==================== design 1
==> design_1/placement_by_type.png <==
Drawn at 1 px/um.
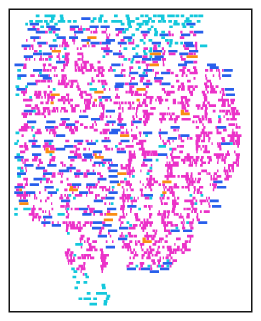
==> design_1/layer_met2.png <==
Drawn at 1.5 px/um.
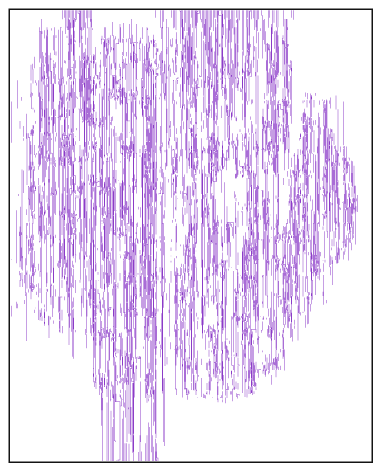
==> design_1/io_fan.png <==
Drawn at 1.5 px/um.
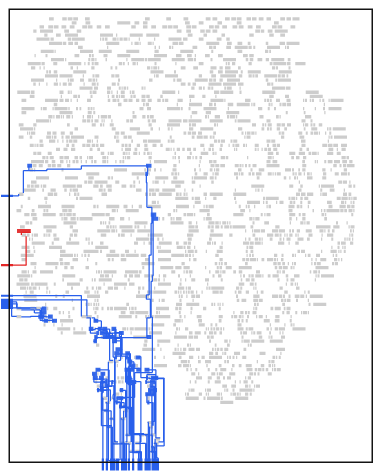
--- config.mk ---
export PLATFORM = sky130hd
export DESIGN_NAME = muldiv_unit
export DESIGN_NICKNAME = d
export VERILOG_FILES = /design/src/rtl/mips_pkg.sv /design/src/rtl/muldiv_step.sv /design/src/rtl/muldiv_unit.sv
export SDC_FILE = /design/constraint.sdc
export NUM_CORES = 1
export LEC_CHECK = 0
export ABC_CLOCK_PERIOD_IN_PS = 4550
export CAP_MARGIN = 20
export CORE_AREA = 4 4 237 297
export DETAILED_ROUTE_END_ITERATION = 12
export DIE_AREA = 0 0 241 301
export PLACE_DENSITY = 0.36
export SETUP_SLACK_MARGIN = 0.02
export SYNTH_ARGS = -nofsm -noshare
export SYNTH_HDL_FRONTEND = slang
export SYNTH_HIERARCHICAL = 1
export SYNTH_SLANG_ARGS = --single-unit
export TNS_END_PERCENT = 10
--- constraint.sdc ---
create_clock -name clk -period 4.55 [get_ports clk]
set_clock_uncertainty 0.05 [all_clocks]
set_input_delay 0.6825 -clock clk [delete_from_list [all_inputs] [get_ports clk]]
set_output_delay 0.6825 -clock clk [all_outputs]
set_load 0.005 [all_outputs]
--- src/rtl/mips_pkg.sv ---
// Shared MIPS datapath definitions: hi/lo unit opcodes, unit FSM states and helper decoders.
package mips_pkg;

  localparam int DEFAULT_WIDTH = 32;

  localparam logic [2:0] OP_MULT  = 3'b000;
  localparam logic [2:0] OP_MULTU = 3'b001;
  localparam logic [2:0] OP_DIV   = 3'b010;
  localparam logic [2:0] OP_DIVU  = 3'b011;
  localparam logic [2:0] OP_MTHI  = 3'b100;
  localparam logic [2:0] OP_MTLO  = 3'b101;

  typedef enum logic [1:0] {
    ST_IDLE = 2'd0,
    ST_CALC = 2'd1,
    ST_FIX  = 2'd2
  } md_state_e;

  // Multiply and divide opcodes all live in the lower half of the encoding.
  function automatic logic is_calc_op(input logic [2:0] op);
    return (op[2] == 1'b0);
  endfunction

  function automatic logic is_div_op(input logic [2:0] op);
    return op[1];
  endfunction

  function automatic logic is_signed_op(input logic [2:0] op);
    return (op[0] == 1'b0);
  endfunction

endpackage

--- src/rtl/muldiv_step.sv ---
// One combinational iteration of the hi/lo unit: shift-add multiply or restoring divide.
module muldiv_step
  import mips_pkg::*;
#(
  parameter int WIDTH = DEFAULT_WIDTH
) (
  input  logic             is_div,
  input  logic [WIDTH-1:0] hi_in,
  input  logic [WIDTH-1:0] lo_in,
  input  logic [WIDTH-1:0] opnd,
  output logic [WIDTH-1:0] hi_out,
  output logic [WIDTH-1:0] lo_out
);

  logic [WIDTH:0] sum;
  logic [WIDTH:0] shifted;
  logic [WIDTH:0] diff;

  always_comb begin
    sum     = {1'b0, hi_in} + (lo_in[0] ? {1'b0, opnd} : {(WIDTH+1){1'b0}});
    shifted = {hi_in, lo_in[WIDTH-1]};
    diff    = shifted - {1'b0, opnd};
    hi_out  = sum[WIDTH:1];
    lo_out  = {sum[0], lo_in[WIDTH-1:1]};
    if (is_div) begin
      // Remainder stays below the divisor, so bit WIDTH of diff is the borrow.
      if (!diff[WIDTH]) begin
        hi_out = diff[WIDTH-1:0];
        lo_out = {lo_in[WIDTH-2:0], 1'b1};
      end else begin
        hi_out = shifted[WIDTH-1:0];
        lo_out = {lo_in[WIDTH-2:0], 1'b0};
      end
    end
  end

endmodule

--- src/rtl/muldiv_unit.sv ---
// Iterative multiply/divide unit owning the HI/LO pair; STEP iterations per clock.
module muldiv_unit
  import mips_pkg::*;
#(
  parameter int WIDTH = DEFAULT_WIDTH,
  parameter int STEP  = 1
) (
  input  logic             clk,
  input  logic             rst_n,
  input  logic             start,
  input  logic [2:0]       op,
  input  logic [WIDTH-1:0] a,
  input  logic [WIDTH-1:0] b,
  input  logic             abort,
  output logic [WIDTH-1:0] hi,
  output logic [WIDTH-1:0] lo,
  output logic             busy,
  output logic             done,
  output logic             dz
);

  localparam int N     = WIDTH / STEP;
  localparam int CNT_W = (N > 1) ? $clog2(N) : 1;
  localparam logic [CNT_W-1:0] CNT_LAST = CNT_W'(N - 1);

  // Handshake: start is taken only in IDLE with abort low; busy spans CALC and FIX;
  // done pulses in the first IDLE cycle after FIX, and that cycle may accept a new start.
  md_state_e state_q, state_d;
  logic [CNT_W-1:0] cnt_q, cnt_d;
  logic [WIDTH-1:0] acc_hi_q, acc_hi_d;
  logic [WIDTH-1:0] acc_lo_q, acc_lo_d;
  logic [WIDTH-1:0] opnd_q, opnd_d;
  logic             is_div_q, is_div_d;
  logic             neg_res_q, neg_res_d;
  logic             neg_rem_q, neg_rem_d;
  logic             dz_pend_q, dz_pend_d;
  logic [WIDTH-1:0] hi_q, hi_d;
  logic [WIDTH-1:0] lo_q, lo_d;
  logic             done_q, done_d;
  logic             dz_q, dz_d;

  logic             accept;
  logic             op_signed;
  logic             a_neg;
  logic             b_neg;
  logic [WIDTH-1:0] a_mag;
  logic [WIDTH-1:0] b_mag;
  logic [2*WIDTH-1:0] prod_mag;
  logic [2*WIDTH-1:0] prod_fix;
  logic [WIDTH-1:0] quo_fix;
  logic [WIDTH-1:0] rem_fix;

  logic [WIDTH-1:0] chain_hi [STEP+1];
  logic [WIDTH-1:0] chain_lo [STEP+1];

  assign chain_hi[0] = acc_hi_q;
  assign chain_lo[0] = acc_lo_q;

  for (genvar g = 0; g < STEP; g++) begin : g_step
    muldiv_step #(
      .WIDTH (WIDTH)
    ) u_step (
      .is_div (is_div_q),
      .hi_in  (chain_hi[g]),
      .lo_in  (chain_lo[g]),
      .opnd   (opnd_q),
      .hi_out (chain_hi[g+1]),
      .lo_out (chain_lo[g+1])
    );
  end

  // ---------------- FSM: state register ----------------
  always_ff @(posedge clk or negedge rst_n) begin
    if (!rst_n) begin
      state_q <= ST_IDLE;
      cnt_q   <= '0;
    end else begin
      state_q <= state_d;
      cnt_q   <= cnt_d;
    end
  end

  // ---------------- FSM: next state ----------------
  always_comb begin
    accept  = (state_q == ST_IDLE) && start && !abort;
    state_d = state_q;
    cnt_d   = cnt_q;
    case (state_q)
      ST_IDLE: begin
        if (accept && is_calc_op(op)) begin
          state_d = ST_CALC;
          cnt_d   = '0;
        end
      end
      ST_CALC: begin
        if (abort) begin
          state_d = ST_IDLE;
        end else if (cnt_q == CNT_LAST) begin
          state_d = ST_FIX;
        end else begin
          cnt_d = cnt_q + CNT_W'(1);
        end
      end
      ST_FIX:  state_d = ST_IDLE;
      default: state_d = ST_IDLE;
    endcase
  end

  // ---------------- FSM: outputs ----------------
  always_comb begin
    busy = (state_q != ST_IDLE);
    done = done_q;
    dz   = dz_q;
    hi   = hi_q;
    lo   = lo_q;
  end

  // Operands become magnitudes; MIN stays MIN, read as unsigned 2^(WIDTH-1).
  always_comb begin
    op_signed = is_signed_op(op);
    a_neg     = op_signed && a[WIDTH-1];
    b_neg     = op_signed && b[WIDTH-1];
    a_mag     = a_neg ? -a : a;
    b_mag     = b_neg ? -b : b;
  end

  always_comb begin
    prod_mag = {acc_hi_q, acc_lo_q};
    prod_fix = neg_res_q ? -prod_mag : prod_mag;
    rem_fix  = neg_rem_q ? -acc_hi_q : acc_hi_q;
    // A zero divisor shifts the dividend magnitude into the remainder, so rem_fix is a itself.
    quo_fix  = dz_pend_q ? {WIDTH{1'b1}} : (neg_res_q ? -acc_lo_q : acc_lo_q);
  end

  // ---------------- datapath next state ----------------
  always_comb begin
    acc_hi_d  = acc_hi_q;
    acc_lo_d  = acc_lo_q;
    opnd_d    = opnd_q;
    is_div_d  = is_div_q;
    neg_res_d = neg_res_q;
    neg_rem_d = neg_rem_q;
    dz_pend_d = dz_pend_q;
    hi_d      = hi_q;
    lo_d      = lo_q;
    done_d    = 1'b0;
    dz_d      = 1'b0;

    if (accept) begin
      if (is_calc_op(op)) begin
        is_div_d  = is_div_op(op);
        neg_res_d = a_neg ^ b_neg;
        neg_rem_d = a_neg;
        dz_pend_d = is_div_op(op) && (b == '0);
        acc_hi_d  = '0;
        if (is_div_op(op)) begin
          acc_lo_d = a_mag;
          opnd_d   = b_mag;
        end else begin
          acc_lo_d = b_mag;
          opnd_d   = a_mag;
        end
      end else if (op == OP_MTHI) begin
        hi_d = a;
      end else if (op == OP_MTLO) begin
        lo_d = a;
      end
    end

    if (state_q == ST_CALC && !abort) begin
      acc_hi_d = chain_hi[STEP];
      acc_lo_d = chain_lo[STEP];
    end

    if (state_q == ST_FIX && !abort) begin
      done_d = 1'b1;
      dz_d   = dz_pend_q;
      if (is_div_q) begin
        hi_d = rem_fix;
        lo_d = quo_fix;
      end else begin
        hi_d = prod_fix[2*WIDTH-1:WIDTH];
        lo_d = prod_fix[WIDTH-1:0];
      end
    end
  end

  always_ff @(posedge clk or negedge rst_n) begin
    if (!rst_n) begin
      acc_hi_q  <= '0;
      acc_lo_q  <= '0;
      opnd_q    <= '0;
      is_div_q  <= 1'b0;
      neg_res_q <= 1'b0;
      neg_rem_q <= 1'b0;
      dz_pend_q <= 1'b0;
      hi_q      <= '0;
      lo_q      <= '0;
      done_q    <= 1'b0;
      dz_q      <= 1'b0;
    end else begin
      acc_hi_q  <= acc_hi_d;
      acc_lo_q  <= acc_lo_d;
      opnd_q    <= opnd_d;
      is_div_q  <= is_div_d;
      neg_res_q <= neg_res_d;
      neg_rem_q <= neg_rem_d;
      dz_pend_q <= dz_pend_d;
      hi_q      <= hi_d;
      lo_q      <= lo_d;
      done_q    <= done_d;
      dz_q      <= dz_d;
    end
  end

endmodule

==> results.toml <==
# yosys + openroad results
[clock_tree]
cts.repair.resized = 0
cts_hold_buffers = 0
cts_max_level = 4

[setup_path]
cp_num_cells = 13

[cells_and_area]
synthToLayoutAreaGrowth_pct = 21.1
antennaDiodeCount = 1
design.seq.count = 173
fin_cells = 2949
comb_area_frac = 0.558
logic_gate_count = 1592
finalNetCount = 2206
final-nonclk-buf-share = 0.107

[yosys]
synth_area_per_cell_um2 = 7.92
top_area_frac = 0.281
synthMuxAreaShare = 0.0596
ys_seq_elements = 173
ys_top_cells_by_area = "dfrtp_1 (28%), nand2_1 (6.5%), ha_1 (5.7%)"
simple_gate_share = 0.213

[sta]
drv_slew = 0
period_used_share = 0.863
fin_ws_ns = 0.625

[power_and_ir_drop]
switchingPower_mw = 4.69
intPower_mw = 5.13
clockPowerShare = 0.164
p_comb_mw = 5.62

[global_routing]
overflow = 0

[floorplan]
dieHeight_um = 301

[status]
status = "finished clean"

[place]
post_dp_cell_area_um2 = 18100
dp_slack_ns = 0.420

[drt]
routedWlPerCell_um = 24.6
drt_pass1_iterations = 5
About design_1/placement_by_type.png:
color	class	cells	share of their area
cyan	other buffers and delay cells	216	11%
magenta	combinational and other logic	1,655	61%
orange	clock drivers and dummy loads	32	3.3%
blue	flops	173	25%
core area: 67,700 um2
sequential share of cell area: 0.232
Cell Rows: 107
Core Util, Final: 0.275

About design_1/layer_met2.png:
longest straight run	141 um
main direction	vertical
wire length on this layer	38.4 mm
nets with wire on the layer	1,799
share of all routed wire	53%
Total Routed Length: 72,500 um
met2 Usage GRT: 0.363
Vias: 15,300

About design_1/io_fan.png:
color	port	bits	direction	end cells	wire
red	`dz`	1	output	1	37.2 um
blue	`b`	32	input	74	2,670 um
Port Buffers: 137
io pins: 138


==================== design 2
==> design_2/flops_by_reg.png <==
Drawn at 1 px/um. Other sequential cells in the stronger gray, the rest of the logic in the fainter gray.
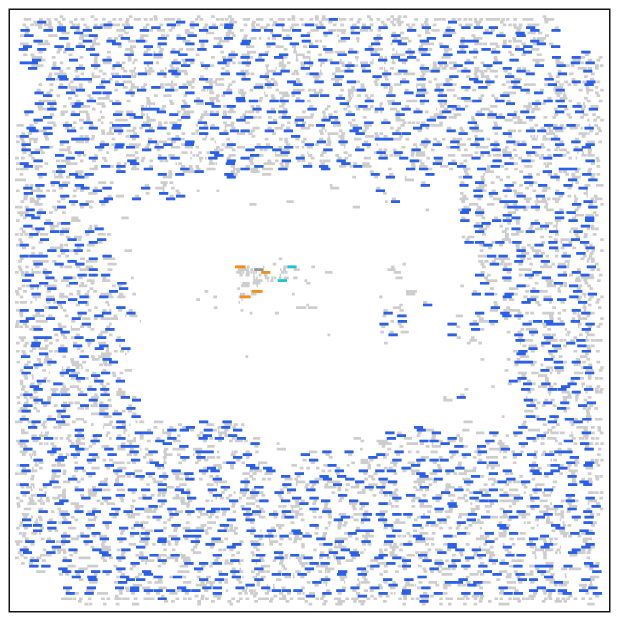
==> design_2/clk_routes.png <==
Drawn at 1 px/um.
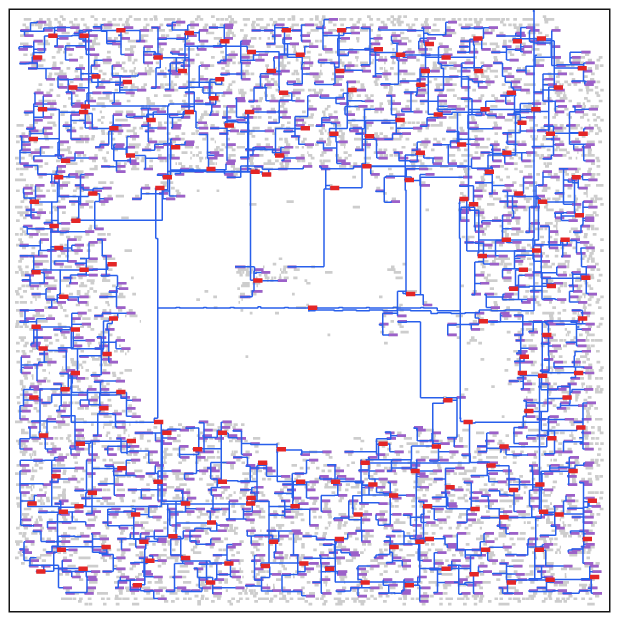
**config.mk**
```make
export PLATFORM = sky130hd
export DESIGN_NAME = round_key_sequencer
export DESIGN_NICKNAME = d
export VERILOG_FILES = /design/src/rtl/AESDefinitions.sv /design/src/rtl/round_key_sequencer.sv
export SDC_FILE = /design/constraint.sdc
export NUM_CORES = 2
export LEC_CHECK = 0
export CAP_MARGIN = 25
export CORE_AREA = 5 5 594 596
export DETAILED_ROUTE_END_ITERATION = 16
export DIE_AREA = 0 0 599 601
export PLACE_DENSITY = 0.34
export SYNTH_ARGS = -nofsm -noshare
export SYNTH_HDL_FRONTEND = slang
export SYNTH_SLANG_ARGS = --single-unit
```
**constraint.sdc**
```tcl
create_clock -name clock -period 6.5 [get_ports clock]
set_clock_uncertainty 0.15 [all_clocks]
set_input_delay 0.65 -clock clock [delete_from_list [all_inputs] [get_ports clock]]
set_output_delay 0.65 -clock clock [all_outputs]
set_load 0.01 [all_outputs]
```
**src/rtl/AESDefinitions.sv**
```systemverilog
// AESDefinitions: shared AES round count, round-key types and key sequencer states
package AESDefinitions;
   localparam int NUM_ROUNDS = 10;
   typedef logic [127:0] roundKey_t;
   typedef roundKey_t [NUM_ROUNDS:0] roundKeys_t;
   typedef enum logic [1:0] {EMPTY, LOADED, SERVE} keySeqState_t;
endpackage

```
**src/rtl/round_key_sequencer.sv**
```systemverilog
// round_key_sequencer: stores an expanded AES key schedule and serves it one key per ack, forward or reverse
module round_key_sequencer
   import AESDefinitions::*;
#(
   parameter int NUM_ROUNDS = AESDefinitions::NUM_ROUNDS
) (
   input  logic                       clock,
   input  logic                       reset_n,
   input  logic                       loadValid,
   input  logic [NUM_ROUNDS:0][127:0] roundKeys,
   output logic                       loadReady,
   input  logic                       start,
   input  logic                       decrypt,
   input  logic                       abort,
   output logic                       keyValid,
   input  logic                       keyAck,
   output logic [127:0]               roundKey,
   output logic [3:0]                 roundIndex,
   output logic                       lastKey,
   output logic                       keyLoaded
);
   keySeqState_t state, nstate;
   logic [3:0]   idx, nidx;
   logic         dir, ndir, last, load;
   logic [127:0] keys [0:NUM_ROUNDS];
   assign load       = loadValid && loadReady;
   assign last       = dir ? idx == 4'd0 : idx == 4'(NUM_ROUNDS);
   assign loadReady  = state != SERVE;
   assign keyValid   = state == SERVE;
   assign keyLoaded  = state != EMPTY;
   assign lastKey    = keyValid && last;
   assign roundKey   = keyValid ? keys[idx] : '0;
   assign roundIndex = keyValid ? idx : '0;
   always_comb begin
      nstate = state;
      nidx   = idx;
      ndir   = dir;
      case (state)
         EMPTY:  if (loadValid) nstate = LOADED;
         LOADED: if (!loadValid && start) begin
            nstate = SERVE;
            nidx   = decrypt ? 4'(NUM_ROUNDS) : 4'd0;
            ndir   = decrypt;
         end
         SERVE:  if (abort || (keyAck && last)) nstate = LOADED;
                 else if (keyAck) nidx = dir ? idx - 4'd1 : idx + 4'd1;
         default: nstate = EMPTY;
      endcase
   end
   always_ff @(posedge clock or negedge reset_n) begin
      if (!reset_n) begin
         state <= EMPTY;
         idx   <= '0;
         dir   <= 1'b0;
         for (int i = 0; i <= NUM_ROUNDS; i++) keys[i] <= '0;
      end else begin
         state <= nstate;
         idx   <= nidx;
         dir   <= ndir;
         if (load) for (int i = 0; i <= NUM_ROUNDS; i++) keys[i] <= roundKeys[i];
      end
   end
endmodule

```
==> results.toml <==
# yosys + openroad results
[status]
status = "finished clean"

[setup_path]
critPathTopFamily = "buffers and inverters"
cpMostUsedCell = "buf_4"
cp_slowest_cell = "dfrtp_4"

[yosys]
yosysUniqueCellTypes = 39
ys_top_cells_by_area = "dfrtp_1 (55%), mux2_2 (21%), mux4_2 (9.0%)"
synth_area_per_cell_um2 = 15.8

[cells_and_area]
nClkBuffers = 304
layout.cells.most_common = "clkdlybuf4s50_1"

[place]
post-dp-hpwl_um = 244000

[clock_tree]
cts_sinks = 1415

[worst_hold_path]
hold_path.startpoint = "roundKeys[1242]"

[power_and_ir_drop]
p_seq_frac = 0.381
leakagePower_nw = 34.3
pg_seq_mw = 10.9

[drt]
drt-initial-drc-count = 2322

[job]
openroad.warnings = 81
## Picture notes: design_2/flops_by_reg.png
color	signal	flops
orange	`idx`	4
cyan	`state`	2
blue	`keys`	1,408
Core Util, Final: 0.261
Flop area: 35,400 um2

## Picture notes: design_2/clk_routes.png
[purple] flip-flops | count: 1,415
[red] clock drivers | count: 192
[blue] clock wires | length: 27.5 mm
flops lie	widely spread
routed clock nets	193
Clock Power: 10.8 mW
clk latency late pin: 0.86 ns
Clock power frac: 0.379


==================== design 3
**src/rtl/serial_adder.sv**
```systemverilog
// Multi-cycle adder: WIDTH-bit a+b+cin, DIGIT bits per clock through one registered carry.
// Result valid WIDTH/DIGIT edges after acceptance, held until out_ready; no operand accepted while busy or holding.
module serial_adder #(
   parameter int WIDTH = 8,
   parameter int DIGIT = 1
) (
   input  logic             clk,
   input  logic             rst,
   input  logic             in_valid,
   output logic             in_ready,
   input  logic [WIDTH-1:0] a,
   input  logic [WIDTH-1:0] b,
   input  logic             cin,
   output logic             out_valid,
   input  logic             out_ready,
   output logic [WIDTH-1:0] sum,
   output logic             cout,
   output logic             ovf,
   output logic             busy
);
   localparam int STEPS = WIDTH / DIGIT;
   localparam int CW    = (STEPS > 1) ? $clog2(STEPS) : 1;

   typedef enum logic [1:0] {IDLE, RUN, HOLD} state_t;

   state_t           state_q, state_d;
   logic [WIDTH-1:0] a_q, a_d, b_q, b_d, acc_q, acc_d;
   logic [WIDTH-1:0] sum_q, sum_d;
   logic             carry_q, carry_d, cout_q, cout_d, ovf_q, ovf_d;
   logic [CW-1:0]    cnt_q, cnt_d;

   logic [DIGIT:0]   dsum;
   logic             msb_cin;
   logic [WIDTH-1:0] acc_next;

   assign dsum     = {1'b0, a_q[DIGIT-1:0]} + {1'b0, b_q[DIGIT-1:0]} + {{DIGIT{1'b0}}, carry_q};
   // Carry into the digit's top bit recovered from its sum and operand bits.
   assign msb_cin  = dsum[DIGIT-1] ^ a_q[DIGIT-1] ^ b_q[DIGIT-1];
   assign acc_next = (acc_q >> DIGIT) | (WIDTH'(dsum[DIGIT-1:0]) << (WIDTH - DIGIT));

   always_comb begin
      state_d = state_q;
      a_d     = a_q;
      b_d     = b_q;
      acc_d   = acc_q;
      carry_d = carry_q;
      cnt_d   = cnt_q;
      sum_d   = sum_q;
      cout_d  = cout_q;
      ovf_d   = ovf_q;
      case (state_q)
         IDLE: begin
            if (in_valid) begin
               a_d     = a;
               b_d     = b;
               carry_d = cin;
               cnt_d   = '0;
               state_d = RUN;
            end
         end
         RUN: begin
            a_d     = a_q >> DIGIT;
            b_d     = b_q >> DIGIT;
            carry_d = dsum[DIGIT];
            acc_d   = acc_next;
            cnt_d   = cnt_q + CW'(1);
            if (cnt_q == CW'(STEPS - 1)) begin
               sum_d   = acc_next;
               cout_d  = dsum[DIGIT];
               ovf_d   = msb_cin ^ dsum[DIGIT];
               state_d = HOLD;
            end
         end
         HOLD: begin
            if (out_ready) state_d = IDLE;
         end
         default: state_d = IDLE;
      endcase
   end

   always_ff @(posedge clk) begin
      if (rst) begin
         state_q <= IDLE;
         a_q     <= '0;
         b_q     <= '0;
         acc_q   <= '0;
         carry_q <= 1'b0;
         cnt_q   <= '0;
         sum_q   <= '0;
         cout_q  <= 1'b0;
         ovf_q   <= 1'b0;
      end else begin
         state_q <= state_d;
         a_q     <= a_d;
         b_q     <= b_d;
         acc_q   <= acc_d;
         carry_q <= carry_d;
         cnt_q   <= cnt_d;
         sum_q   <= sum_d;
         cout_q  <= cout_d;
         ovf_q   <= ovf_d;
      end
   end

   assign in_ready  = (state_q == IDLE);
   assign out_valid = (state_q == HOLD);
   assign busy      = (state_q == RUN);
   assign sum       = sum_q;
   assign cout      = cout_q;
   assign ovf       = ovf_q;
endmodule
```
**config.mk**
```make
export PLATFORM = sky130hd
export DESIGN_NAME = serial_adder
export DESIGN_NICKNAME = d
export VERILOG_FILES = /design/src/rtl/serial_adder.sv
export SDC_FILE = /design/constraint.sdc
export NUM_CORES = 1
export LEC_CHECK = 0
export CAP_MARGIN = 25
export CORE_MARGIN = 3
export CORE_UTILIZATION = 51
export CTS_CLUSTER_DIAMETER = 100
export DETAILED_ROUTE_END_ITERATION = 10
export PLACE_DENSITY = 0.88
export SLEW_MARGIN = 20
export SYNTH_ARGS = -nofsm -noshare
export SYNTH_HDL_FRONTEND = slang
export SYNTH_SLANG_ARGS = --single-unit
```
**constraint.sdc**
```tcl
create_clock -name clk -period 1.7 [get_ports clk]
set_clock_uncertainty 0.2 [all_clocks]
set_input_delay 0.34 -clock clk [delete_from_list [all_inputs] [get_ports clk]]
set_output_delay 0.34 -clock clk [all_outputs]
set_load 0.1 [all_outputs]
```
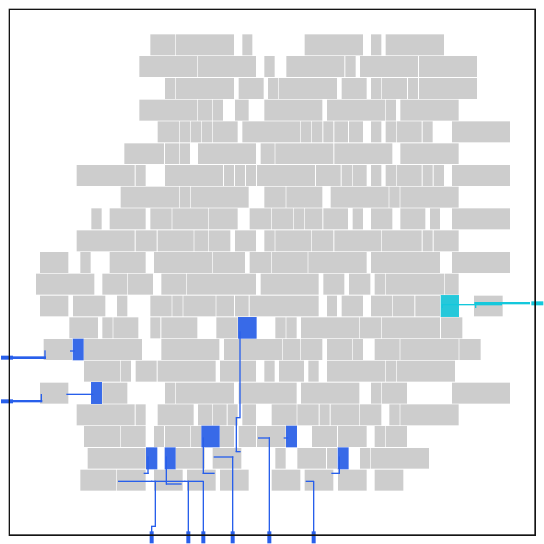
(design_3/io_fan.png)
Drawn at 8 px/um.
color	port	bits	direction	end cells	wire
blue	`b`	8	input	8	108 um
cyan	`out_ready`	1	input	1	14.9 um
Port Buffers: 33
io pins: 34

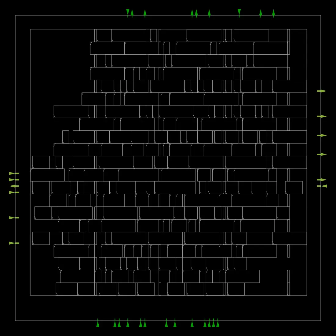
(design_3/placement.png)
flop count: 39
Cell Rows: 21
FILL cells: 229

==> results.toml <==
# yosys + openroad results
[status]
status = "finished with violations"
violations = "setup timing"

[cells_and_area]
layout.cells.most_common = "dfxtp_1"
largest_cell_class = "multi-input combinational cells"
finish.utilization = 0.722
flop_area_um2 = 792
lay_top_cells = "dfxtp_1 (36), nor2_1 (33), nand2_1 (32)"
multi_input_comb_area_um2 = 897
seq_area_frac = 0.324

[yosys]
yosysUniqueCellTypes = 30
synthMuxAreaShare = 0
syn_nets = 221
synth.yosys.warnings = 0

[setup_path]
rr_startpoint = "a_q[0]"
cp_max_fo = 4
reg2reg_depth = 4

[sta]
period_used_share = 1.00
worst_pin_slew_ns = 0.378
tns_ns = -0.00427
fin_ws_ns = -0.00427
drv_slew = 0
setup_viol = 1

[clock_tree]
cts.root.buffer_cell = "clkbuf_4"
cts_made_buffers = 5
cts_hold_buffers = 0

[place]
placed_cells = 272
post-dp-hpwl_um = 2620
post_dp_cell_area_um2 = 2320
gp_congestion = 0.795

[power_and_ir_drop]
clockPowerShare = 0.278
switchingPower_uw = 522

[global_routing]
met2_usage = 0.320
track_usage = 0.193
grt_busiest_layer = "met2"
met3_usage = 0.0359

[drt]
met1_length_um = 1710
dr.max_layer_used = "met4"
dr_wl_met2_um = 1900
met3_wirelength_um = 143

[floorplan]
die_w_um = 65.6
core-area_um2 = 3390

[worst_hold_path]
min_path_cells = 3
hold_path.startpoint = "rst"

[job]
openroad.warnings = 28

Power is estimated from default activity; no workload was simulated.
